==================== block 1
Block 1, cell classes on the final placement:
Drawn at 3 px/um. Fill, decap, tap and diode cells in grey.
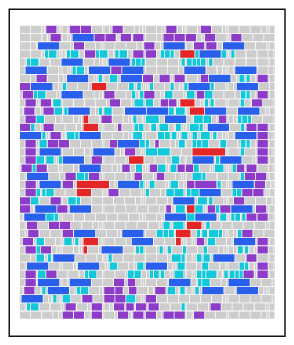

### config.mk
export PLATFORM = sky130hd
export DESIGN_NAME = fetch_stage
export DESIGN_NICKNAME = d
export VERILOG_FILES = /design/src/rtl/fetch_stage.sv
export SDC_FILE = /design/constraint.sdc
export NUM_CORES = 1
export LEC_CHECK = 0
export CAP_MARGIN = 20
export CORE_ASPECT_RATIO = 1.2
export CORE_MARGIN = 3
export CORE_UTILIZATION = 30
export DETAILED_ROUTE_END_ITERATION = 12
export PLACE_DENSITY_LB_ADDON = 0.1
export RECOVER_POWER = 50
export SLEW_MARGIN = 20
export SYNTH_ARGS = -nofsm -noshare
export SYNTH_HDL_FRONTEND = slang
export SYNTH_SLANG_ARGS = --single-unit
### constraint.sdc
create_clock -name clk -period 2.4 [get_ports clk]
set_clock_uncertainty 0.2 [all_clocks]
set_input_delay 0.36 -clock clk [delete_from_list [all_inputs] [get_ports clk]]
set_output_delay 0.36 -clock clk [all_outputs]
set_load 0.01 [all_outputs]
### src/rtl/fetch_stage.sv
// fetch_stage: instruction fetch stage with the IF/ID pipeline register.
//
// Owns the fetch PC and drives the asynchronous-read instruction memory address.
// It captures the fetched word into the IF/ID register and decodes the opcode and
// imm-flag fields for the decode stage.
//
// Control priority on every edge is rst > flush > stall > normal.
//   - An END opcode halts fetch.
//   - A flush redirects the PC, squashes IF/ID and cancels any halt.
//
// Optional feature (macro FETCH_PERF_CNT_EN): adds the perf_fetch_cnt and
// perf_flush_cnt event counters.
//
// Ports:
//   clk, rst          clock (rising edge), synchronous active-high reset
//   imem_addr         instruction memory address (the fetch PC register)
//   imem_rdata        instruction word at imem_addr, same cycle
//   stall             hold PC, IF/ID register and state
//   flush             redirect to branch_target and squash IF/ID
//   branch_target     redirect PC, used only when flush=1
//   instr_d           IF/ID instruction register
//   pc_d              PC of instr_d
//   valid_d           instr_d is a real instruction (0 = bubble)
//   operation, imm    opcode and imm flag of instr_d
//   halted            high while fetch is halted on END
//   perf_fetch_cnt    (FETCH_PERF_CNT_EN) count of valid IF/ID loads
//   perf_flush_cnt    (FETCH_PERF_CNT_EN) count of flushes
module fetch_stage #(
  parameter int unsigned       PC_W     = 16,
  parameter int unsigned       INSTR_W  = 32,
  parameter logic [PC_W-1:0]   RESET_PC = '0
) (
  input  logic               clk,
  input  logic               rst,
  output logic [PC_W-1:0]    imem_addr,
  input  logic [INSTR_W-1:0] imem_rdata,
  input  logic               stall,
  input  logic               flush,
  input  logic [PC_W-1:0]    branch_target,
  output logic [INSTR_W-1:0] instr_d,
  output logic [PC_W-1:0]    pc_d,
  output logic               valid_d,
  output logic [3:0]         operation,
  output logic               imm,
  output logic               halted
`ifdef FETCH_PERF_CNT_EN
  ,
  output logic [31:0]        perf_fetch_cnt,
  output logic [31:0]        perf_flush_cnt
`endif
);

  localparam int unsigned      OP_W     = 4;
  localparam logic [OP_W-1:0]  OP_NOP   = 4'b1100;
  localparam logic [OP_W-1:0]  OP_END   = 4'b1111;
  localparam logic [INSTR_W-1:0] NOP_WORD = {OP_NOP, {(INSTR_W-OP_W){1'b0}}};

  typedef enum logic [0:0] {
    ST_FETCH  = 1'b0,
    ST_HALTED = 1'b1
  } state_e;

  state_e               state_q, state_d;
  logic [PC_W-1:0]      fpc_q, fpc_d;
  logic [INSTR_W-1:0]   ir_q, ir_d;
  logic [PC_W-1:0]      ir_pc_q, ir_pc_d;
  logic                 ir_vld_q, ir_vld_d;
  logic                 load_valid;

  // Next-state and IF/ID load decisions.
  always_comb begin
    state_d    = state_q;
    fpc_d      = fpc_q;
    ir_d       = ir_q;
    ir_pc_d    = ir_pc_q;
    ir_vld_d   = ir_vld_q;
    load_valid = 1'b0;

    if (flush) begin
      // Redirect wins over stall and cancels a speculative halt.
      fpc_d    = branch_target;
      ir_d     = NOP_WORD;
      ir_pc_d  = '0;
      ir_vld_d = 1'b0;
      state_d  = ST_FETCH;
    end else if (!stall) begin
      case (state_q)
        ST_FETCH: begin
          ir_d       = imem_rdata;
          ir_pc_d    = fpc_q;
          ir_vld_d   = 1'b1;
          load_valid = 1'b1;
          if (imem_rdata[INSTR_W-1 -: OP_W] == OP_END) begin
            state_d = ST_HALTED;
          end else begin
            fpc_d = fpc_q + PC_W'(1);
          end
        end
        ST_HALTED: begin
          ir_d     = NOP_WORD;
          ir_vld_d = 1'b0;
        end
        default: state_d = ST_FETCH;
      endcase
    end
  end

  // Pipeline and state registers.
  always_ff @(posedge clk) begin
    if (rst) begin
      state_q  <= ST_FETCH;
      fpc_q    <= RESET_PC;
      ir_q     <= NOP_WORD;
      ir_pc_q  <= '0;
      ir_vld_q <= 1'b0;
    end else begin
      state_q  <= state_d;
      fpc_q    <= fpc_d;
      ir_q     <= ir_d;
      ir_pc_q  <= ir_pc_d;
      ir_vld_q <= ir_vld_d;
    end
  end

  assign imem_addr = fpc_q;
  assign instr_d   = ir_q;
  assign pc_d      = ir_pc_q;
  assign valid_d   = ir_vld_q;
  assign operation = ir_q[INSTR_W-1 -: OP_W];
  assign imm       = ir_q[INSTR_W-OP_W-1];
  assign halted    = (state_q == ST_HALTED);

`ifdef FETCH_PERF_CNT_EN
  logic [31:0] fetch_cnt_q, fetch_cnt_d;
  logic [31:0] flush_cnt_q, flush_cnt_d;

  // Event counters; both wrap naturally at 2^32.
  always_comb begin
    fetch_cnt_d = fetch_cnt_q;
    flush_cnt_d = flush_cnt_q;
    if (load_valid) fetch_cnt_d = fetch_cnt_q + 32'd1;
    if (flush)      flush_cnt_d = flush_cnt_q + 32'd1;
  end

  always_ff @(posedge clk) begin
    if (rst) begin
      fetch_cnt_q <= '0;
      flush_cnt_q <= '0;
    end else begin
      fetch_cnt_q <= fetch_cnt_d;
      flush_cnt_q <= flush_cnt_d;
    end
  end

  assign perf_fetch_cnt = fetch_cnt_q;
  assign perf_flush_cnt = flush_cnt_q;
`else
  logic unused_load_valid;
  assign unused_load_valid = load_valid;
`endif

endmodule

==================== block 2
**config.mk**
```make
export PLATFORM = sky130hd
export DESIGN_NAME = cam_lane_tx
export DESIGN_NICKNAME = d
export VERILOG_FILES = /design/src/rtl/cam_lane_tx.sv
export SDC_FILE = /design/constraint.sdc
export NUM_CORES = 1
export LEC_CHECK = 0
export CAP_MARGIN = 25
export CORE_MARGIN = 2
export CORE_UTILIZATION = 53
export CTS_CLUSTER_DIAMETER = 30
export DETAILED_ROUTE_END_ITERATION = 7
export PLACE_DENSITY = 0.88
export SLEW_MARGIN = 30
export SYNTH_ARGS = -nofsm -noshare
export SYNTH_HDL_FRONTEND = slang
export SYNTH_SLANG_ARGS = --single-unit
```
**constraint.sdc**
```tcl
create_clock -name c -period 2.3 [get_ports c]
set_input_delay 0.46 -clock c [delete_from_list [all_inputs] [get_ports c]]
set_output_delay 0.46 -clock c [all_outputs]
set_load 0.02 [all_outputs]
```
**src/rtl/cam_lane_tx.sv**
```systemverilog
// cam_lane_tx: imager-side lane word generator.
// Produces the sync lane plus LANES data lanes with frame/line sync codes,
// blanking/training words and a deterministic pixel ramp, one word per clock.
//
// state | meaning
// IDLE  | not running, all lanes TRAIN, waiting for run
// VBLK  | vertical blanking before a frame, all lanes TRAIN
// SOL   | start of line, sync lane FS (row 0) or LS
// DATA  | pixel words, sync lane IMG, data lanes carry the ramp
// EOL   | end of line, sync lane FE (last row) or LE
// HBLK  | horizontal blanking between lines, all lanes TRAIN
module cam_lane_tx #(
    parameter int              W        = 8,
    parameter int              LANES    = 4,
    parameter int              COLS     = 16,
    parameter int              ROWS     = 8,
    parameter int              HBLANK   = 4,
    parameter int              VBLANK   = 8,
    parameter logic [W-1:0]    TRAIN    = 8'hE9,
    parameter logic [W-1:0]    FS       = 8'hAA,
    parameter logic [W-1:0]    LS       = 8'hA5,
    parameter logic [W-1:0]    LE       = 8'h5A,
    parameter logic [W-1:0]    FE       = 8'h55,
    parameter logic [W-1:0]    IMG      = 8'h35,
    parameter logic [LANES:0]  INV_MASK = '0
) (
    input  logic                   c,
    input  logic                   rst_n,
    input  logic                   en,
    input  logic                   run,
    output logic [(LANES+1)*W-1:0] txd,
    output logic                   frame_active,
    output logic                   line_active,
    output logic                   busy,
    output logic [15:0]            frame_cnt
);

    localparam int TXW     = (LANES + 1) * W;
    localparam int M1      = (COLS > HBLANK) ? COLS : HBLANK;
    localparam int CNT_MAX = (M1 > VBLANK) ? M1 : VBLANK;
    localparam int CNT_W   = (CNT_MAX > 1) ? $clog2(CNT_MAX) : 1;
    localparam int ROW_W   = (ROWS > 1) ? $clog2(ROWS) : 1;
    localparam int COL_W   = (COLS > 1) ? $clog2(COLS) : 1;

    localparam logic [CNT_W-1:0] VB_LOAD  = CNT_W'(VBLANK - 1);
    localparam logic [CNT_W-1:0] HB_LOAD  = CNT_W'(HBLANK - 1);
    localparam logic [CNT_W-1:0] COL_LOAD = CNT_W'(COLS - 1);
    localparam logic [ROW_W-1:0] ROW_LAST = ROW_W'(ROWS - 1);

    typedef enum logic [2:0] {
        S_IDLE,
        S_VBLK,
        S_SOL,
        S_DATA,
        S_EOL,
        S_HBLK
    } state_t;

    // Per-lane inversion expanded to a full-width XOR pattern.
    function automatic logic [TXW-1:0] expand_inv();
        logic [TXW-1:0] m;
        m = '0;
        for (int i = 0; i <= LANES; i++) begin
            m[i*W +: W] = {W{INV_MASK[i]}};
        end
        return m;
    endfunction

    localparam logic [TXW-1:0] INV_EXP   = expand_inv();
    localparam logic [TXW-1:0] TRAIN_ALL = {(LANES+1){TRAIN}};

    // Sync lane carries a code, data lanes idle at TRAIN.
    function automatic logic [TXW-1:0] sync_word(input logic [W-1:0] s);
        return {s, {LANES{TRAIN}}};
    endfunction

    // Pixel ramp: lane k = row + col*LANES + k, truncated to W bits.
    function automatic logic [TXW-1:0] pixel_word(input int row, input int col);
        logic [TXW-1:0] pw;
        pw = '0;
        pw[LANES*W +: W] = IMG;
        for (int k = 0; k < LANES; k++) begin
            pw[k*W +: W] = W'(row + col * LANES + k);
        end
        return pw;
    endfunction

    state_t           state_q, state_d;
    logic [CNT_W-1:0] cnt_q, cnt_d;
    logic [ROW_W-1:0] row_q, row_d;
    logic [COL_W-1:0] col_q, col_d;
    logic [15:0]      fcnt_q, fcnt_d;
    logic [TXW-1:0]   txd_q, txd_d, raw_d;
    logic             fa_q, fa_d;
    logic             la_q, la_d;
    logic             busy_q, busy_d;

    // Next-state and next-output logic; the output word is chosen for the
    // state being entered so it lines up with that state's cycle.
    always_comb begin
        state_d = state_q;
        cnt_d   = cnt_q;
        row_d   = row_q;
        col_d   = col_q;
        fcnt_d  = fcnt_q;
        txd_d   = txd_q;
        fa_d    = fa_q;
        la_d    = la_q;
        busy_d  = busy_q;
        raw_d   = TRAIN_ALL;

        if (en) begin
            case (state_q)
                S_IDLE: begin
                    fa_d = 1'b0;
                    la_d = 1'b0;
                    if (run) begin
                        state_d = S_VBLK;
                        cnt_d   = VB_LOAD;
                        busy_d  = 1'b1;
                    end
                end
                S_VBLK: begin
                    if (cnt_q == '0) begin
                        state_d = S_SOL;
                        fa_d    = 1'b1;
                        raw_d   = sync_word((row_q == '0) ? FS : LS);
                    end else begin
                        cnt_d = cnt_q - CNT_W'(1);
                    end
                end
                S_SOL: begin
                    state_d = S_DATA;
                    col_d   = '0;
                    cnt_d   = COL_LOAD;
                    la_d    = 1'b1;
                    raw_d   = pixel_word(int'(row_q), 0);
                end
                S_DATA: begin
                    if (cnt_q == '0) begin
                        state_d = S_EOL;
                        la_d    = 1'b0;
                        raw_d   = sync_word((row_q == ROW_LAST) ? FE : LE);
                    end else begin
                        cnt_d = cnt_q - CNT_W'(1);
                        col_d = col_q + COL_W'(1);
                        raw_d = pixel_word(int'(row_q), int'(col_q) + 1);
                    end
                end
                S_EOL: begin
                    if (row_q == ROW_LAST) begin
                        fcnt_d = fcnt_q + 16'd1;
                        row_d  = '0;
                        fa_d   = 1'b0;
                        if (run) begin
                            state_d = S_VBLK;
                            cnt_d   = VB_LOAD;
                        end else begin
                            state_d = S_IDLE;
                            busy_d  = 1'b0;
                        end
                    end else begin
                        state_d = S_HBLK;
                        row_d   = row_q + ROW_W'(1);
                        cnt_d   = HB_LOAD;
                    end
                end
                S_HBLK: begin
                    if (cnt_q == '0) begin
                        state_d = S_SOL;
                        raw_d   = sync_word((row_q == '0) ? FS : LS);
                    end else begin
                        cnt_d = cnt_q - CNT_W'(1);
                    end
                end
                default: begin
                    state_d = S_IDLE;
                    busy_d  = 1'b0;
                    fa_d    = 1'b0;
                    la_d    = 1'b0;
                end
            endcase
            txd_d = raw_d ^ INV_EXP;
        end
    end

    // State, counters and registered outputs; reset returns to IDLE/TRAIN.
    always_ff @(posedge c or negedge rst_n) begin
        if (!rst_n) begin
            state_q <= S_IDLE;
            cnt_q   <= '0;
            row_q   <= '0;
            col_q   <= '0;
            fcnt_q  <= '0;
            txd_q   <= TRAIN_ALL ^ INV_EXP;
            fa_q    <= 1'b0;
            la_q    <= 1'b0;
            busy_q  <= 1'b0;
        end else begin
            state_q <= state_d;
            cnt_q   <= cnt_d;
            row_q   <= row_d;
            col_q   <= col_d;
            fcnt_q  <= fcnt_d;
            txd_q   <= txd_d;
            fa_q    <= fa_d;
            la_q    <= la_d;
            busy_q  <= busy_d;
        end
    end

    assign txd          = txd_q;
    assign frame_active = fa_q;
    assign line_active  = la_q;
    assign busy         = busy_q;
    assign frame_cnt    = fcnt_q;

endmodule

```
==================== block 3
**src/rtl/freq_meter_controller.sv**
```systemverilog
// freq_meter_controller: gated edge counter for the frequency meter.
// Synchronises sig_in, counts rising edges in a gate window, latches result.
module freq_meter_controller #(
    parameter int GATE_CYCLES = 100_000_000,
    parameter int CNT_W       = 32,
    parameter int TIMER_W     = 27
) (
    input  logic             clk,
    input  logic             reset,
    input  logic             sig_in,
    input  logic             start,
    input  logic             continuous,
    input  logic             abort,
    input  logic [1:0]       gate_sel,
    output logic             busy,
    output logic [CNT_W-1:0] freq_count,
    output logic             result_valid,
    output logic             overflow
);

    typedef enum logic [1:0] {
        IDLE    = 2'd0,
        ARM     = 2'd1,
        MEASURE = 2'd2,
        LATCH   = 2'd3
    } state_t;

    // Last timer value of each window (window length minus one)
    localparam logic [TIMER_W-1:0] LAST0 = TIMER_W'(GATE_CYCLES - 1);
    localparam logic [TIMER_W-1:0] LAST1 = TIMER_W'(GATE_CYCLES / 10 - 1);
    localparam logic [TIMER_W-1:0] LAST2 = TIMER_W'(GATE_CYCLES / 100 - 1);
    localparam logic [TIMER_W-1:0] LAST3 = TIMER_W'(GATE_CYCLES / 1000 - 1);
    localparam logic [CNT_W-1:0]   CNT_MAX = '1;

    state_t             state_q;
    logic               s1_q, s2_q, s3_q;
    logic               edge_w;
    logic [CNT_W-1:0]   cnt_q, cnt_d;
    logic               sat_q, sat_d;
    logic [TIMER_W-1:0] timer_q;
    logic [TIMER_W-1:0] last_q, last_d;
    logic               busy_q;
    logic [CNT_W-1:0]   freq_q;
    logic               valid_q;
    logic               ovf_q;

    assign edge_w = s2_q & ~s3_q;

    // Window length selected by gate_sel, loaded whenever ARM is entered
    always_comb begin
        last_d = LAST0;
        case (gate_sel)
            2'd0:    last_d = LAST0;
            2'd1:    last_d = LAST1;
            2'd2:    last_d = LAST2;
            2'd3:    last_d = LAST3;
            default: last_d = LAST0;
        endcase
    end

    // Saturating edge count including this cycle's edge
    always_comb begin
        cnt_d = cnt_q;
        sat_d = sat_q;
        if (edge_w) begin
            if (cnt_q == CNT_MAX) begin
                sat_d = 1'b1;
            end else begin
                cnt_d = cnt_q + CNT_W'(1);
            end
        end
    end

    // Synchroniser chain plus sequencing FSM with registered outputs
    always_ff @(posedge clk or posedge reset) begin
        if (reset) begin
            state_q <= IDLE;
            s1_q    <= 1'b0;
            s2_q    <= 1'b0;
            s3_q    <= 1'b0;
            cnt_q   <= '0;
            sat_q   <= 1'b0;
            timer_q <= '0;
            last_q  <= '0;
            busy_q  <= 1'b0;
            freq_q  <= '0;
            valid_q <= 1'b0;
            ovf_q   <= 1'b0;
        end else begin
            s1_q    <= sig_in;
            s2_q    <= s1_q;
            s3_q    <= s2_q;
            valid_q <= 1'b0;
            if (abort) begin
                state_q <= IDLE;
                busy_q  <= 1'b0;
            end else begin
                case (state_q)
                    IDLE: begin
                        if (start) begin
                            state_q <= ARM;
                            busy_q  <= 1'b1;
                            last_q  <= last_d;
                        end
                    end
                    ARM: begin
                        cnt_q   <= '0;
                        sat_q   <= 1'b0;
                        timer_q <= '0;
                        state_q <= MEASURE;
                    end
                    MEASURE: begin
                        timer_q <= timer_q + TIMER_W'(1);
                        cnt_q   <= cnt_d;
                        sat_q   <= sat_d;
                        // Latch on the way out so the final cycle's edge
                        // is included and the result lines up with LATCH
                        if (timer_q == last_q) begin
                            state_q <= LATCH;
                            freq_q  <= cnt_d;
                            ovf_q   <= sat_d;
                            valid_q <= 1'b1;
                        end
                    end
                    LATCH: begin
                        if (continuous) begin
                            state_q <= ARM;
                            last_q  <= last_d;
                        end else begin
                            state_q <= IDLE;
                            busy_q  <= 1'b0;
                        end
                    end
                    default: begin
                        state_q <= IDLE;
                        busy_q  <= 1'b0;
                    end
                endcase
            end
        end
    end

    assign busy         = busy_q;
    assign freq_count   = freq_q;
    assign result_valid = valid_q;
    assign overflow     = ovf_q;

endmodule

```
**config.mk**
```make
export PLATFORM = sky130hd
export DESIGN_NAME = freq_meter_controller
export DESIGN_NICKNAME = d
export VERILOG_FILES = /design/src/rtl/freq_meter_controller.sv
export SDC_FILE = /design/constraint.sdc
export NUM_CORES = 1
export LEC_CHECK = 0
export CAP_MARGIN = 0
export CELL_PAD_IN_SITES_DETAIL_PLACEMENT = 0
export CELL_PAD_IN_SITES_GLOBAL_PLACEMENT = 2
export CORE_MARGIN = 2
export CORE_UTILIZATION = 39
export CTS_BUF_LIST = sky130_fd_sc_hd__clkbuf_2
export DETAILED_ROUTE_END_ITERATION = 6
export GPL_TIMING_DRIVEN = 0
export PLACE_DENSITY = 0.79
export SLEW_MARGIN = 25
export SYNTH_ARGS = -nofsm -noshare
export SYNTH_HDL_FRONTEND = slang
export SYNTH_SLANG_ARGS = --single-unit
```
**constraint.sdc**
```tcl
create_clock -name clk -period 4.93 [get_ports clk]
set_clock_uncertainty 0.2 [all_clocks]
set_input_delay 0.493 -clock clk [delete_from_list [all_inputs] [get_ports clk]]
set_output_delay 0.493 -clock clk [all_outputs]
set_load 0.005 [all_outputs]
```
Block 2, track usage over the die:
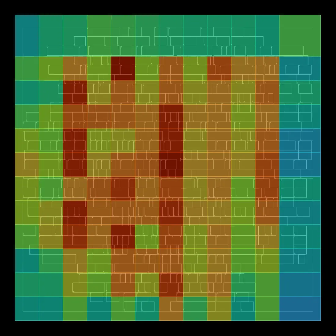
Total GRT Usage: 25.1%
global route hottest layer: met2
global-route met2 utilization: 41.6%
routed length per instance: 16.4 um

Block 2, cell classes on the final placement:
Drawn at 4 px/um. Fill, decap, tap and diode cells in grey.
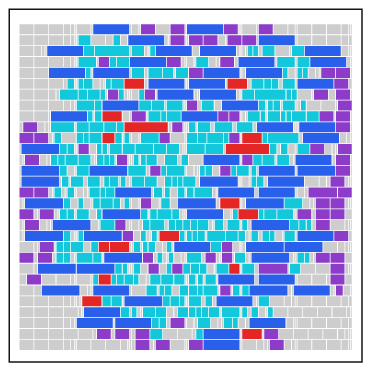
Cyan marks all other logic, cells 277. Red marks clock drivers and dummy loads, cells 16. Blue marks flip-flops, cells 71. Purple marks other buffers and delay cells, cells 88.
Finished Cell Area: 4820 um^2
Post-Route Utilization: 70.9%
Core Region: 6790 um^2
Seq/total area: 37.5%
standard-cell rows: 30

==> flow_metrics.py, block 2 <==
# Generated from Yosys and OpenROAD reports
metrics = {
    "synthesis": {
        "synth_stat.cells": 369,
        "synth_top_flop_cell": "dfrtp_1",
        "synthCells": 369,
        "top_cell": "dfrtp_1",
        "synth_cell_types": 62,
        "compound_area_share_pct": 18.5,
        "top_area_cell": "dfrtp_1",
        "ys_sh_adder_pct": 4.37,
    },
    "routing": {
        "avgViaCountPerCell": 5.76,
        "ant_nets": 0,
        "drt_wl_total_mm": 9.01,
    },
    "layout": {
        "nFillCells": 487,
        "areaGrowthSynthToFinish_pct": 29.5,
        "num_antenna_cells": 0,
        "layout.nets": 464,
        "fin_cells": 548,
        "mostFrequentLayoutCell": "clkdlybuf4s50_1",
        "drive_gt1_share_pct": 18.4,
    },
    "outcome": {
        "run_status": "finished, final reports clean",
    },
    "pwr": {
        "pwr-share-comb_pct": 40.1,
        "p_seq_share_pct": 37.5,
        "p_switching_w": 0.00186,
        "seq_cell_power_w": 0.00190,
        "p_comb_w": 0.00203,
        "power.internal_w": 0.00322,
    },
    "placement": {
        "placed_cells": 530,
        "hpwl_mm": 6.66,
    },
    "job": {
        "warnings": 30,
        "cap_violations": 0,
    },
    "floorplanning": {
        "die_x_um": 87.8,
    },
    "clocking": {
        "cts_sinks": 71,
        "cts-root-buf": "clkbuf_8",
        "cts_tree": "done",
        "ctsHtreeMaxLevel": 3,
        "clk_latency_ns": 0.35,
        "numCtsBuffers": 9,
        "cts_resized": 0,
    },
    "sta": {
        "hold_violations": 0,
        "holdWs_ns": 0.139,
        "fin_worst_skew_ns": 0.00965,
    },
    "grt": {
        "overflow": 0,
    },
    "worst_hold_path": {
        "hp-class": "in -> async",
    },
    "critical_path": {
        "path_class": "reg -> reg",
    },
}
## block 2: registers in the layout, summed over array words and instances (netlist names)
name and count:
txd 38, row_q 3, frame_active 1, col_q 4, state_q 3, line_active 1, frame_cnt 16, cnt_q 4
busy 1
## block 2: worst max-delay path by stage
stage / from / end / cells past startpoint
floorplan: col_q[0] / txd[14] / 7
global placement: en / frame_cnt[14] / 6
detailed placement: en / frame_cnt[14] / 6
CTS: col_q[0] / txd[30] / 6
global route: col_q[0] / txd[30] / 6
finish: col_q[0] / txd[30] / 6
## block 2: metal layers
layer  GRT usage, %  vias to the layer above  part of all wire [%]
met5              0                        -                     0
met4           8.81                        0                   1.9
met1           32.3                     1544                    44
met2           41.6                      122                    48
li1               -                     1472                     -
met3           6.13                       18                   5.8
## block 2: final cells by class
class	count	area, um^2	share of cell area, %
flip-flops and latches	71	1810	37.5
multi-input cells	258	1750	36.4
repair buffers	88	836	17.4
clock buffers	10	138	2.86
well taps	96	120	2.49
clock inverters	6	92.6	1.92
inverters	19	71.3	1.48
## block 2: critical path, cell delays in order, from the launching register on
cell,delay (ns)
dfrtp_1,0.40
ha_1,0.33
ha_1,0.25
xnor3_2,0.36
or2_4,0.30
o211a_1,0.25
nor3_1,0.21
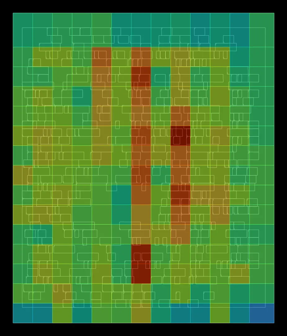
Block 1: track usage over the die
global route hottest layer: met2
met3 Track Usage GR: 5.57%
routed length per instance: 14.2 um
Total GRT Usage: 15.8%
global-route met2 utilization: 25.7%

About 'cell classes on the final placement' of block 1:
Cyan marks all other logic, cells 213. Red marks clock drivers and dummy loads, cells 16. Purple marks other buffers and delay cells, cells 146. Blue marks flip-flops, cells 66.
standard-cell rows: 36
Seq/total area: 31.1%
Post-Route Utilization: 51.1%
Finished Cell Area: 4250 um^2
Core Region: 8330 um^2

==> flow_metrics.py, block 1 <==
# Generated from Yosys and OpenROAD reports
metrics = {
    "critical_path": {
        "reg2regPathDepth": 4,
        "r2r-start": "imem_addr[1]",
        "rrSetupSlack_ns": 0.20,
    },
    "placement": {
        "placed_cells": 539,
    },
    "layout": {
        "n_all_inverters": 6,
        "layout.nets": 489,
        "fin_cells": 555,
    },
    "routing": {
        "drt-pass1-iter-count": 4,
        "ant_nets": 0,
        "dr.first_iter.drc_count": 56,
    },
    "sta": {
        "layout_setup_ws_ns": 0.0791,
        "fin_setup_tns_ns": 0,
        "post-route-period-util_pct": 96.7,
    },
    "pwr": {
        "power.internal_w": 0.00196,
        "power-top-group": "sequential cells",
    },
    "outcome": {
        "run_status": "finished, final reports clean",
    },
    "synthesis": {
        "synthTopCellsByArea": "dfxtp_1, a22oi_1, nor2_1",
        "synth_area_um2": 2630,
    },
}
-- block 1: cells in the mapped netlist (all sizes together) (2+ instances only) --
cell    number
dfxtp       66
nor2        49
nand2       44
a22oi       30
clkbuf      22
a21oi       20
buf          9
nand3        8
a211oi       6
inv          6
a311oi       5
nor4         5
nand4        4
or4          4
nor3         3
xnor2        3
xor2         3
mux2i        2
o21ai        2
o22ai        2
o31ai        2
or2          2
-- block 1: worst max-delay path: stages --
cell and delay (ns):
clkdlybuf4s50_1 0.41, and4_1 0.24, or4_1 0.57, or4_1 0.52
a311oi_1 0.26
-- block 1: sequential cells by signal, summed over array words and instances, names as in the netlist --
register and cells:
valid_d 1, pc_d 16, instr_d 32, halted 1, imem_addr 16
-- block 1: how the worst max path moves through the flow --
stage	start	end	slack, ns	depth (start not counted)
3_3_place_gp	imem_rdata[31]	imem_addr[11]	-0.24	5
6_report	imem_rdata[31]	imem_addr[11]	0.08	5
3_5_place_dp	imem_rdata[31]	imem_addr[11]	-0.27	5
5_1_grt	imem_rdata[31]	imem_addr[13]	0.007	5
2_1_floorplan	stall	imem_addr[11]	0.02	7
4_1_cts	imem_rdata[31]	imem_addr[11]	0.08	5
Block 3, gate families picked out:
Drawn at 3 px/um.
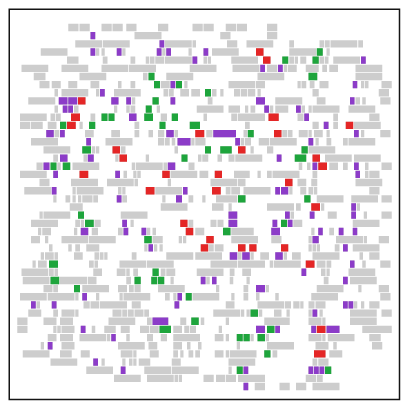
Green marks AND and OR gates, cells 52. Red marks AND-OR and OR-AND gates, cells 31. Purple marks inverting AOI/OAI gates, cells 104, where widely spread.
post-route non-filler standard cell count: 939
Comb/total area: 44.4%

==> flow_metrics.py, block 3 <==
# Generated from Yosys and OpenROAD reports
metrics = {
    "outcome": {
        "run_status": "finished, final reports clean",
    },
    "clocking": {
        "clk_latency_ns": 0.68,
    },
    "routing": {
        "wire_per_inst_um": 17.5,
        "num_vias": 5039,
        "avgViaCountPerCell": 5.37,
    },
    "sta": {
        "fmax_ghz": 0.316,
        "drv_slew": 0,
        "rsz0062_at_grt": "no",
        "worstMarginPinSlew_ns": 0.982,
    },
    "pwr": {
        "clkPwrFrac_pct": 23.2,
        "pwr-share-comb_pct": 23.7,
        "sw_frac_of_total_pct": 36.3,
    },
    "grt": {
        "met2_usage_pct": 31.4,
        "gr-max-usage-layer": "met2",
    },
    "synthesis": {
        "top_cell": "dfrtp_1",
        "synth_area_um2": 6150,
        "synth.top_cell.area_share_pct": 46.0,
        "synthCells": 650,
    },
    "layout": {
        "areaGrowthSynthToFinish_pct": 14.5,
        "final_util_pct": 46.0,
    },
    "critical_path": {
        "cp-end-kind": "flop",
        "critPathArrivalTime_ns": 3.58,
        "cp-startpoint": "state_q[1]",
        "critPathTopFamily": "simple AND/OR/NAND/NOR gates",
        "reg2regPathDepth": 8,
    },
    "floorplanning": {
        "core_um2": 15300,
        "io_pins": 43,
        "fp-row-count": 45,
    },
    "worst_hold_path": {
        "hold_end": "s2_q",
    },
    "placement": {
        "hpwl_mm": 11.9,
    },
}
[block 3: power by group through the flow]
stage,clock (W),combinational [W],sequential (W)
4_1_cts,0.000493,0.000493,0.00109
2_1_floorplan,0,0.000345,0.00109
5_1_grt,0.000534,0.000546,0.00111
3_3_place_gp,0,0.000479,0.00111
3_5_place_dp,0,0.000489,0.00111
6_report,0.000478,0.000488,0.00109
[block 3: cell families after synthesis]
logic type | after synthesis | synth area share [%]
AOI/OAI and AO/OA | 135 | 14.2
xor gates and xnor gates | 58 | 8.26
adders and majority gates | 13 | 2.64
buffers and inverters | 46 | 3.15
DFF | 113 | 46.0
muxes | 12 | 2.18
and+or+nand+nor | 273 | 23.6
[block 3: through the flow]
step,setup WS [ns],std cells,hold slack [ns]
after floorplan,1.25,650,0.131
after global placement,-0.635,903,0.142
after detailed placement,1.51,904,0.137
after CTS,1.76,938,0.185
after global routing,1.57,939,0.208
final,1.76,939,0.183
[block 3: area by class of cell]
class / instances / share of cell area [%]
multi-input combinational: 491 / 44.4
sequential: 113 / 40.1
clock buffer: 21 / 1.49
antenna: 1 / 0.0355
buffer: 33 / 2.06
timing repair buffer: 45 / 6.64
clock inverter: 11 / 0.675
tap: 211 / 3.75
inverter: 13 / 0.799

==================== block 4
==> src/rtl/text_seq_pkg.sv <==
// text_seq_pkg: shared types and constants for the text transmit sequencer.
//   state_e       FSM state encoding (IDLE, FETCH, WAIT, PRESENT, FINISH)
//   SYNC_BYTE     framing byte sent around each message when TEXT_SEQ_SYNC_EN is defined
//   TERM_BYTE_DEF default end-of-text marker
package text_seq_pkg;
  typedef enum logic [2:0] {
    ST_IDLE    = 3'd0,
    ST_FETCH   = 3'd1,
    ST_WAIT    = 3'd2,
    ST_PRESENT = 3'd3,
    ST_FINISH  = 3'd4
  } state_e;

  localparam logic [7:0] SYNC_BYTE     = 8'h7E;
  localparam logic [7:0] TERM_BYTE_DEF = 8'h00;
endpackage

==> src/rtl/key_edge_sync.sv <==
// key_edge_sync: brings the asynchronous active-low start key into the clk
// domain and emits a one-cycle pulse on its falling edge.
//   clk   in   system clock
//   rst   in   asynchronous active-high reset
//   key_n in   raw pushbutton, active-low
//   start out  one-cycle pulse, high in the cycle after the second sync flop sees 0
// All three flops reset to 1 (key released) so releasing reset never fires start.
module key_edge_sync (
  input  logic clk,
  input  logic rst,
  input  logic key_n,
  output logic start
);
  logic s1_q, s2_q, s3_q;
  logic s1_d, s2_d, s3_d;

  always_comb begin
    s1_d = key_n;
    s2_d = s1_q;
    s3_d = s2_q;
  end

  always_ff @(posedge clk or posedge rst) begin
    if (rst) begin
      s1_q <= 1'b1;
      s2_q <= 1'b1;
      s3_q <= 1'b1;
    end else begin
      s1_q <= s1_d;
      s2_q <= s2_d;
      s3_q <= s3_d;
    end
  end

  // s3 is the previous value of the synchronized key: 1 -> 0 is a press.
  assign start = s3_q & ~s2_q;
endmodule

==> src/rtl/text_seq_ctrl.sv <==
// text_seq_ctrl: walks the character ROM from address 0 on a key press and
// hands each byte to the transmit datapath over valid/ready, stopping at the
// terminator byte or the last ROM address, then pulses done.
//   clk, reset        clock, asynchronous active-high reset
//   key_n             start pushbutton (active-low, asynchronous)
//   rom_addr / rom_q  character ROM read port (rom_q valid ROM_LAT cycles after addr)
//   data_out / valid  character offered downstream, accepted when ready=1
//   busy              message in progress (start+1 through the FINISH cycle)
//   done              one-cycle pulse in the FINISH cycle
// Build option: define TEXT_SEQ_SYNC_EN to frame every message with SYNC_BYTE
// before the first and after the last character (empty message = two SYNC_BYTEs).
module text_seq_ctrl
  import text_seq_pkg::*;
#(
  parameter int          ADDR_W    = 8,
  parameter int          ROM_LAT   = 2,
  parameter logic [7:0]  TERM_BYTE = TERM_BYTE_DEF
) (
  input  logic              clk,
  input  logic              reset,
  input  logic              key_n,
  output logic [ADDR_W-1:0] rom_addr,
  input  logic [7:0]        rom_q,
  output logic [7:0]        data_out,
  output logic              valid,
  input  logic              ready,
  output logic              busy,
  output logic              done
);
`ifdef TEXT_SEQ_SYNC_EN
  localparam bit SYNC_EN = 1'b1;
`else
  localparam bit SYNC_EN = 1'b0;
`endif

  // WAIT lasts ROM_LAT cycles: counter loads ROM_LAT-1 and samples at zero.
  localparam logic [1:0] LAT_M1 = 2'(ROM_LAT - 1);

  logic start;

  key_edge_sync u_key (
    .clk   (clk),
    .rst   (reset),
    .key_n (key_n),
    .start (start)
  );

  state_e            state_q, state_d;
  logic [ADDR_W-1:0] addr_q, addr_d;
  logic [7:0]        data_q, data_d;
  logic              valid_q, valid_d;
  logic              busy_q, busy_d;
  logic              done_q, done_d;
  logic [1:0]        cnt_q, cnt_d;
  // sync_pend: next FETCH presents SYNC_BYTE instead of reading the ROM.
  // sync_tail: the pending/current sync byte closes the message.
  // sync_cur : the byte in PRESENT is a sync byte, not a ROM character.
  logic              sync_pend_q, sync_pend_d;
  logic              sync_tail_q, sync_tail_d;
  logic              sync_cur_q, sync_cur_d;

  always_comb begin
    state_d     = state_q;
    addr_d      = addr_q;
    data_d      = data_q;
    valid_d     = valid_q;
    busy_d      = busy_q;
    done_d      = 1'b0;
    cnt_d       = cnt_q;
    sync_pend_d = sync_pend_q;
    sync_tail_d = sync_tail_q;
    sync_cur_d  = sync_cur_q;

    case (state_q)
      ST_IDLE: begin
        if (start) begin
          addr_d      = '0;
          busy_d      = 1'b1;
          sync_pend_d = SYNC_EN;
          sync_tail_d = 1'b0;
          state_d     = ST_FETCH;
        end
      end

      ST_FETCH: begin
        if (sync_pend_q) begin
          data_d      = SYNC_BYTE;
          valid_d     = 1'b1;
          sync_pend_d = 1'b0;
          sync_cur_d  = 1'b1;
          state_d     = ST_PRESENT;
        end else begin
          cnt_d   = LAT_M1;
          state_d = ST_WAIT;
        end
      end

      ST_WAIT: begin
        if (cnt_q != 2'd0) begin
          cnt_d = cnt_q - 2'd1;
        end else if (rom_q == TERM_BYTE) begin
          if (SYNC_EN) begin
            sync_pend_d = 1'b1;
            sync_tail_d = 1'b1;
            state_d     = ST_FETCH;
          end else begin
            done_d  = 1'b1;
            state_d = ST_FINISH;
          end
        end else begin
          data_d     = rom_q;
          valid_d    = 1'b1;
          sync_cur_d = 1'b0;
          state_d    = ST_PRESENT;
        end
      end

      ST_PRESENT: begin
        if (ready) begin
          valid_d = 1'b0;
          if (sync_cur_q) begin
            sync_cur_d = 1'b0;
            if (sync_tail_q) begin
              done_d  = 1'b1;
              state_d = ST_FINISH;
            end else begin
              state_d = ST_FETCH;
            end
          end else if (addr_q == '1) begin
            // End of ROM: never increment past the last address.
            if (SYNC_EN) begin
              sync_pend_d = 1'b1;
              sync_tail_d = 1'b1;
              state_d     = ST_FETCH;
            end else begin
              done_d  = 1'b1;
              state_d = ST_FINISH;
            end
          end else begin
            addr_d  = addr_q + ADDR_W'(1);
            state_d = ST_FETCH;
          end
        end
      end

      ST_FINISH: begin
        busy_d      = 1'b0;
        addr_d      = '0;
        sync_tail_d = 1'b0;
        state_d     = ST_IDLE;
      end

      default: begin
        busy_d  = 1'b0;
        valid_d = 1'b0;
        state_d = ST_IDLE;
      end
    endcase
  end

  always_ff @(posedge clk or posedge reset) begin
    if (reset) begin
      state_q     <= ST_IDLE;
      addr_q      <= '0;
      data_q      <= 8'h00;
      valid_q     <= 1'b0;
      busy_q      <= 1'b0;
      done_q      <= 1'b0;
      cnt_q       <= 2'd0;
      sync_pend_q <= 1'b0;
      sync_tail_q <= 1'b0;
      sync_cur_q  <= 1'b0;
    end else begin
      state_q     <= state_d;
      addr_q      <= addr_d;
      data_q      <= data_d;
      valid_q     <= valid_d;
      busy_q      <= busy_d;
      done_q      <= done_d;
      cnt_q       <= cnt_d;
      sync_pend_q <= sync_pend_d;
      sync_tail_q <= sync_tail_d;
      sync_cur_q  <= sync_cur_d;
    end
  end

  assign rom_addr = addr_q;
  assign data_out = data_q;
  assign valid    = valid_q;
  assign busy     = busy_q;
  assign done     = done_q;
endmodule
==> config.mk <==
export PLATFORM = sky130hd
export DESIGN_NAME = text_seq_ctrl
export DESIGN_NICKNAME = d
export VERILOG_FILES = /design/src/rtl/text_seq_pkg.sv /design/src/rtl/key_edge_sync.sv /design/src/rtl/text_seq_ctrl.sv
export SDC_FILE = /design/constraint.sdc
export NUM_CORES = 1
export LEC_CHECK = 0
export ABC_AREA = 1
export CAP_MARGIN = 20
export CORE_MARGIN = 5
export CORE_UTILIZATION = 40
export CTS_BUF_LIST = sky130_fd_sc_hd__clkbuf_2
export DETAILED_ROUTE_END_ITERATION = 16
export DONT_BUFFER_PORTS = 1
export GPL_ROUTABILITY_DRIVEN = 0
export PLACE_DENSITY = 0.64
export SLEW_MARGIN = 40
export SYNTH_ARGS = -nofsm -noshare
export SYNTH_HDL_FRONTEND = slang
export SYNTH_SLANG_ARGS = --single-unit
==> constraint.sdc <==
create_clock -name clk -period 2.35 [get_ports clk]
set_input_delay 0.3525 -clock clk [delete_from_list [all_inputs] [get_ports clk]]
set_output_delay 0.3525 -clock clk [all_outputs]
set_load 0.02 [all_outputs]
==================== block 5
## config.mk

```make
export PLATFORM = sky130hd
export DESIGN_NAME = reg_file_mp
export DESIGN_NICKNAME = d
export VERILOG_FILES = /design/src/rtl/reg_file_mp.sv
export SDC_FILE = /design/constraint.sdc
export NUM_CORES = 1
export LEC_CHECK = 0
export CAP_MARGIN = 20
export CORE_MARGIN = 2
export CORE_UTILIZATION = 30
export CTS_CLUSTER_SIZE = 10
export DETAILED_ROUTE_END_ITERATION = 10
export GPL_TIMING_DRIVEN = 0
export PLACE_DENSITY_LB_ADDON = 0.3
export SLEW_MARGIN = 20
export SYNTH_ARGS = -nofsm -noshare
export SYNTH_HDL_FRONTEND = slang
export SYNTH_SLANG_ARGS = --single-unit
```

## constraint.sdc

```tcl
create_clock -name clk -period 3.47 [get_ports clk]
set_input_delay 0.8675 -clock clk [delete_from_list [all_inputs] [get_ports clk]]
set_output_delay 0.8675 -clock clk [all_outputs]
set_load 0.02 [all_outputs]
```

## src/rtl/reg_file_mp.sv

```systemverilog
// Multi-port register file: one write port, two combinational read ports,
// optional write-to-read bypass and hardwired-zero R0, plus a busy scoreboard.
module reg_file_mp #(
  parameter int DATA_W   = 8,
  parameter int NUM_REGS = 4,
  parameter int ZERO_REG = 0,
  parameter int BYPASS   = 1
) (
  input  logic                        clk,
  input  logic                        rst_n,
  input  logic                        clr,
  input  logic                        wr_en,
  input  logic [$clog2(NUM_REGS)-1:0] wr_addr,
  input  logic [DATA_W-1:0]           wr_data,
  input  logic                        rsv_en,
  input  logic [$clog2(NUM_REGS)-1:0] rsv_addr,
  input  logic [$clog2(NUM_REGS)-1:0] rd_addr_a,
  input  logic [$clog2(NUM_REGS)-1:0] rd_addr_b,
  output logic [DATA_W-1:0]           rd_data_a,
  output logic [DATA_W-1:0]           rd_data_b,
  output logic                        busy_a,
  output logic                        busy_b,
  output logic                        hazard
);

  localparam int ADDR_W = $clog2(NUM_REGS);

  logic [DATA_W-1:0]   regs [NUM_REGS];
  logic [NUM_REGS-1:0] busy;

  logic wr_ok;
  logic rsv_ok;
  logic zero_a;
  logic zero_b;
  logic byp_a;
  logic byp_b;

  assign wr_ok  = wr_en  && !(ZERO_REG != 0 && wr_addr  == '0);
  assign rsv_ok = rsv_en && !(ZERO_REG != 0 && rsv_addr == '0);

  // Reserve is applied after write so a same-cycle reserve leaves the entry busy.
  always_ff @(posedge clk or negedge rst_n) begin
    if (!rst_n) begin
      for (int i = 0; i < NUM_REGS; i++) regs[i] <= '0;
      busy <= '0;
    end else if (clr) begin
      for (int i = 0; i < NUM_REGS; i++) regs[i] <= '0;
      busy <= '0;
    end else begin
      if (wr_ok) begin
        regs[wr_addr] <= wr_data;
        busy[wr_addr] <= 1'b0;
      end
      if (rsv_ok) busy[rsv_addr] <= 1'b1;
    end
  end

  assign zero_a = (ZERO_REG != 0) && (rd_addr_a == '0);
  assign zero_b = (ZERO_REG != 0) && (rd_addr_b == '0);

  // Bypass is held off during reset and clear so reads show the stored contents.
  assign byp_a = (BYPASS != 0) && rst_n && !clr && wr_en && (wr_addr == rd_addr_a) && !zero_a;
  assign byp_b = (BYPASS != 0) && rst_n && !clr && wr_en && (wr_addr == rd_addr_b) && !zero_b;

  always_comb begin
    rd_data_a = regs[rd_addr_a];
    if (zero_a)     rd_data_a = '0;
    else if (byp_a) rd_data_a = wr_data;
  end

  always_comb begin
    rd_data_b = regs[rd_addr_b];
    if (zero_b)     rd_data_b = '0;
    else if (byp_b) rd_data_b = wr_data;
  end

  assign busy_a = busy[rd_addr_a] && !zero_a && !byp_a;
  assign busy_b = busy[rd_addr_b] && !zero_b && !byp_b;
  assign hazard = busy_a || busy_b;

  logic unused_w;
  assign unused_w = (ADDR_W == 0);

endmodule

```

Block 5, cells by drive strength:
Drawn at 4 px/um.
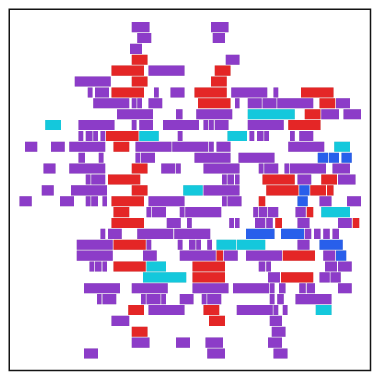
Red marks drive 2, cells 40. Cyan marks drive 6 and up, cells 12. Blue marks drive 3 to 4, cells 9. Purple marks drive 1 or less, cells 171.
final worst-path setup slack: 0.159 ns
Finished Cell Area: 2890 um^2
Non-clock buffers: 52
area delta synth->final: 30.1%

Block 5, track usage over the die:
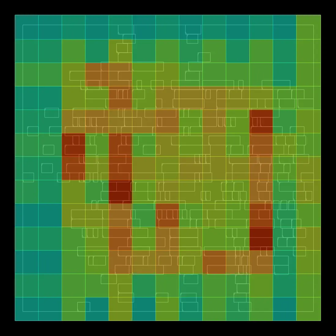
Total GRT Usage: 15.1%
global-route met2 utilization: 22.5%
global route hottest layer: met2

==> flow_metrics.py, block 5 <==
# Generated from Yosys and OpenROAD reports
metrics = {
    "critical_path": {
        "cp-end-kind": "output port",
        "cp_slowest_stage_delay_ns": 0.56,
        "cp_slowest_cell": "mux4_2",
    },
    "floorplanning": {
        "dieArea_um2": 8090,
    },
    "clocking": {
        "cts_resized": 9,
        "post_cts_buffers": 4,
        "ctsHtreeMaxLevel": 2,
    },
    "synthesis": {
        "synth-edff-count": 0,
        "ys_sh_adder_pct": 0,
        "yosysWarnings": 0,
        "async_flop_share_pct": 100,
        "ys_sh_mux_pct": 37.2,
        "synth_area_um2": 2220,
        "syn_avg_cell_area_um2": 11.9,
        "synth.top_cell.area_share_pct": 40.6,
    },
    "pwr": {
        "irDropWorstVdd_uv": 151,
        "p_leak_nw": 1.50,
        "power-top-group": "sequential cells",
        "pwr-share-comb_pct": 19.9,
    },
    "routing": {
        "dr.first_iter.drc_count": 93,
        "drc": 0,
        "avgViaCountPerCell": 4.98,
        "drt-pass1-iter-count": 4,
        "dr_wl_met2_mm": 2.63,
        "ant_nets": 0,
    },
    "sta": {
        "fin_worst_skew_ns": 0,
        "rsz0062_at_grt": "no",
        "fmax_ghz": 0.302,
        "max-slew-margin-rel_pct": 57.0,
    },
    "outcome": {
        "run_status": "finished, final reports clean",
    },
    "job": {
        "cap_violations": 0,
    },
    "layout": {
        "layout.nets": 252,
        "drive_gt1_share_pct": 26.3,
        "fin_cells": 331,
    },
    "grt": {
        "antenna_found_initial": 0,
    },
    "placement": {
        "hpwl_mm": 3.79,
    },
}
[block 5: stage by stage]
step,cell area (um^2),power [W],TNS (ns),hold slack (ns),utilization [%]
2_1_floorplan,2220,0.000564,0,0.487,-
6_report,2890,0.00101,0,0.392,40.0
3_5_place_dp,2680,0.000651,-9.34,0.531,37.1
5_1_grt,2890,0.00106,0,0.396,40.0
4_1_cts,2860,0.00102,0,0.397,39.6
3_3_place_gp,2660,0.000647,-33.72,0.522,36.9
[block 5: final timing paths]
check	slack [ns]	endpoint	start
worst max register to register	2.71	busy[3]	busy[3]
worst max-delay path	0.16	hazard	rd_addr_b[0]
min in group clk	0.54	regs[5]	regs[5]
worst min register to register	0.54	regs[5]	regs[5]
worst min-delay path	0.39	busy[0]	rst_n
max in group asynchronous	2.63	regs[24]	rst_n
[block 5: layout make-up]
cell class | count | share of cell area [%]
multi-input combinational | 134 | 42.5
sequential | 36 | 31.2
timing repair buffer | 38 | 15.0
tap | 99 | 4.29
buffer | 14 | 2.95
clock buffer | 6 | 2.52
clock inverter | 2 | 1.21
inverter | 2 | 0.260
[block 5: registers in the layout (all words and copies together), names as in the netlist]
name  flops
busy      4
regs     32
Block 4, cell classes on the final placement:
Drawn at 6 px/um. Fill, decap, tap and diode cells in grey.
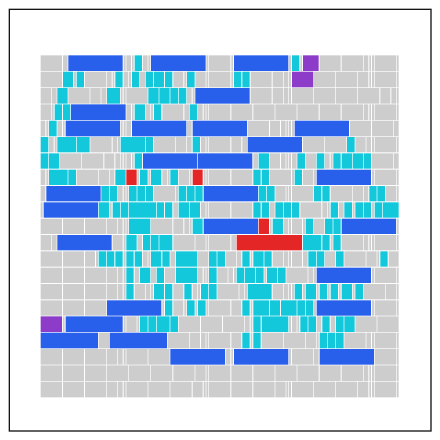
Blue marks flip-flops, cells 28. Cyan marks all other logic, cells 161. Purple marks other buffers and delay cells, cells 3. Red marks clock drivers and dummy loads, cells 4.
Post-Route Utilization: 45.7%
standard-cell rows: 21
Core Region: 3420 um^2
Finished Cell Area: 1560 um^2
Seq/total area: 45.1%

Block 4, track usage over the die:
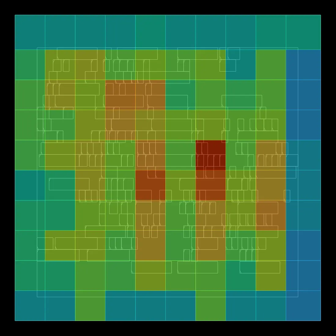
Total GRT Usage: 11.8%
routed length per instance: 11.4 um
global-route met2 utilization: 19.5%
M1 GR Usage: 14.3%

==> flow_metrics.py, block 4 <==
# Generated from Yosys and OpenROAD reports
metrics = {
    "synthesis": {
        "top_area_cell": "dfrtp_1",
        "synthesis.nets": 204,
        "ys_sh_mux_pct": 0,
        "synthTopCellsByArea": "dfrtp_1, nand2_1, nand3_1",
        "yosys_area_um2": 1440,
        "synth_top_flop_cell": "dfrtp_1",
    },
    "sta": {
        "setup_viol": 0,
        "drv_slew": 0,
        "worstMarginPinSlew_ns": 0.349,
        "fin_setup_tns_ns": 0,
    },
    "floorplanning": {
        "nWellTaps": 46,
        "initial_utilization_pct": 42.2,
    },
    "critical_path": {
        "reg2regPathDepth": 9,
        "crit_chain": "ha_1, nand2_1, nor2_1, nand2_1, nand2_1, nand2_1, nand2_4, nand2_1, nand2_1",
        "cp_slowest_stage_delay_ns": 0.61,
        "critPathTopFamily": "simple AND/OR/NAND/NOR gates",
        "crit_required_ns": 2.69,
        "worstSetupEndpoint": "rom_addr[6]",
    },
    "routing": {
        "num_vias": 1127,
        "drc": 0,
        "drt_wl_total_mm": 2.75,
    },
    "placement": {
        "dpl_cell_area_um2": 1500,
    },
    "grt": {
        "antenna_found_initial": 0,
    },
    "layout": {
        "buf_share_pct": 1.76,
        "areaGrowthSynthToFinish_pct": 8.24,
        "nClkBuffers": 3,
        "clk_share_pct": 2.88,
        "buffers": 3,
    },
    "pwr": {
        "p_seq_share_pct": 47.6,
        "power_density_nw_per_um2": 1070,
        "p_switching_w": 0.000734,
    },
    "outcome": {
        "run_status": "finished, final reports clean",
    },
    "clocking": {
        "ctsHoldBuffers": 2,
        "ctsHtreeMaxLevel": 1,
        "post_cts_buffers": 0,
    },
}
-- block 4: per-layer routing --
metal / part of all wire [%] / wire (um) / track usage (%)
met1: 45 / 1250 / 14.3
met2: 48 / 1310 / 19.5
met3: 6.3 / 174 / 4.59
met4: 0.69 / 19 / 2.98
met5: 0 / 0 / 0
-- block 4: power groups by stage --
stage	Combinational, W	Clock (W)	Sequential, W
2_1_floorplan	0.000503	0	0.000779
6_report	0.000583	0.000292	0.000793
4_1_cts	0.000592	0.000305	0.000799
3_3_place_gp	0.000586	0	0.000807
3_5_place_dp	0.000587	0	0.000808
5_1_grt	0.000677	0.000324	0.000814
-- block 4: cells in the final DEF (no fill, tap or decap), drive strengths merged, types with 2 or more instances in the layout --
master / count
nand2: 75
dfrtp: 25
nor2: 24
inv: 21
nand3: 20
o21ai: 7
a21oi: 5
clkbuf: 3
dfstp: 3
ha: 2
dlygate4sd3: 2
-- block 4: registers in the layout (all words and copies together) (netlist names) --
register	flops
valid	1
done	1
u_key.s3_q	1
state_q	3
sync_cur_q	1
u_key.s1_q	1
u_key.s2_q	1
cnt_q	2
data_out	8
rom_addr	8
busy	1


==> notes/layouts.md <==
Pictures saved along the way, in no particular order.

The metal 3 layer.
shot_01.png
Drawn at 6 px/um.
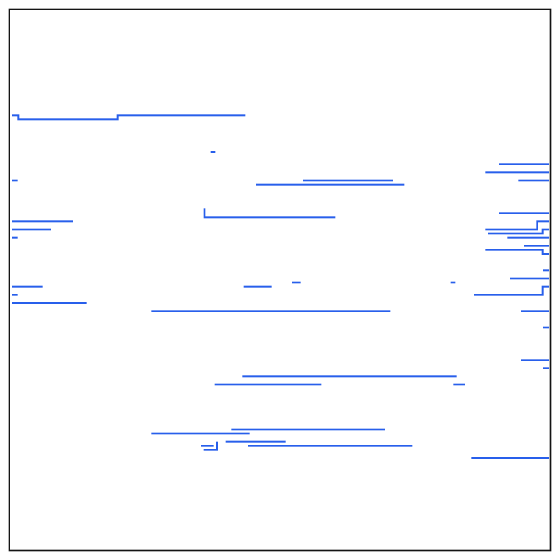
shot_02.png
Drawn at 6 px/um.
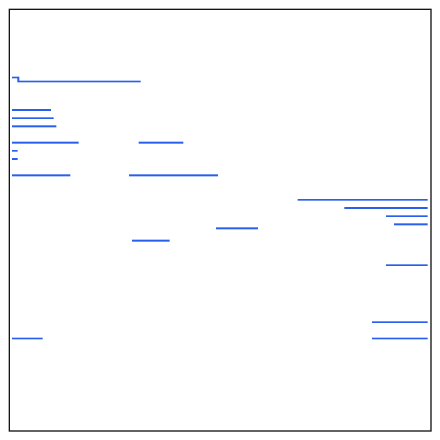
shot_03.png
Drawn at 4 px/um.
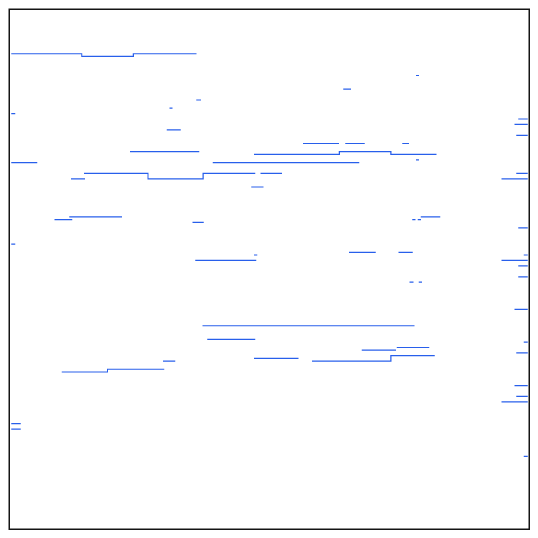
shot_04.png
Drawn at 4 px/um.
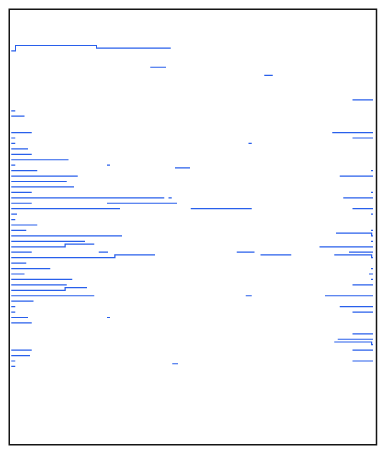
shot_05.png
Drawn at 6 px/um.
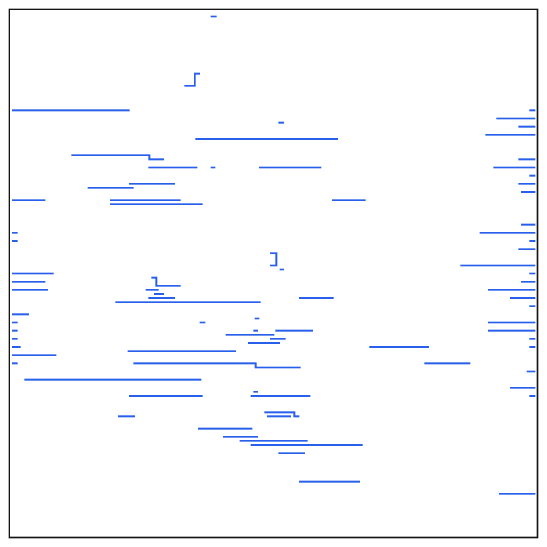
The one with the largest die is shot_03.png.
The one with the smallest die is shot_02.png.
block 1: shot_04.png
block 5: shot_01.png
block 2: shot_05.png
block 4: shot_02.png
block 3: shot_03.png

Key to shot_03.png:
42 nets have wire on it. The layer carries 487 um of wire.

Power is estimated from default activity; no workload was simulated.
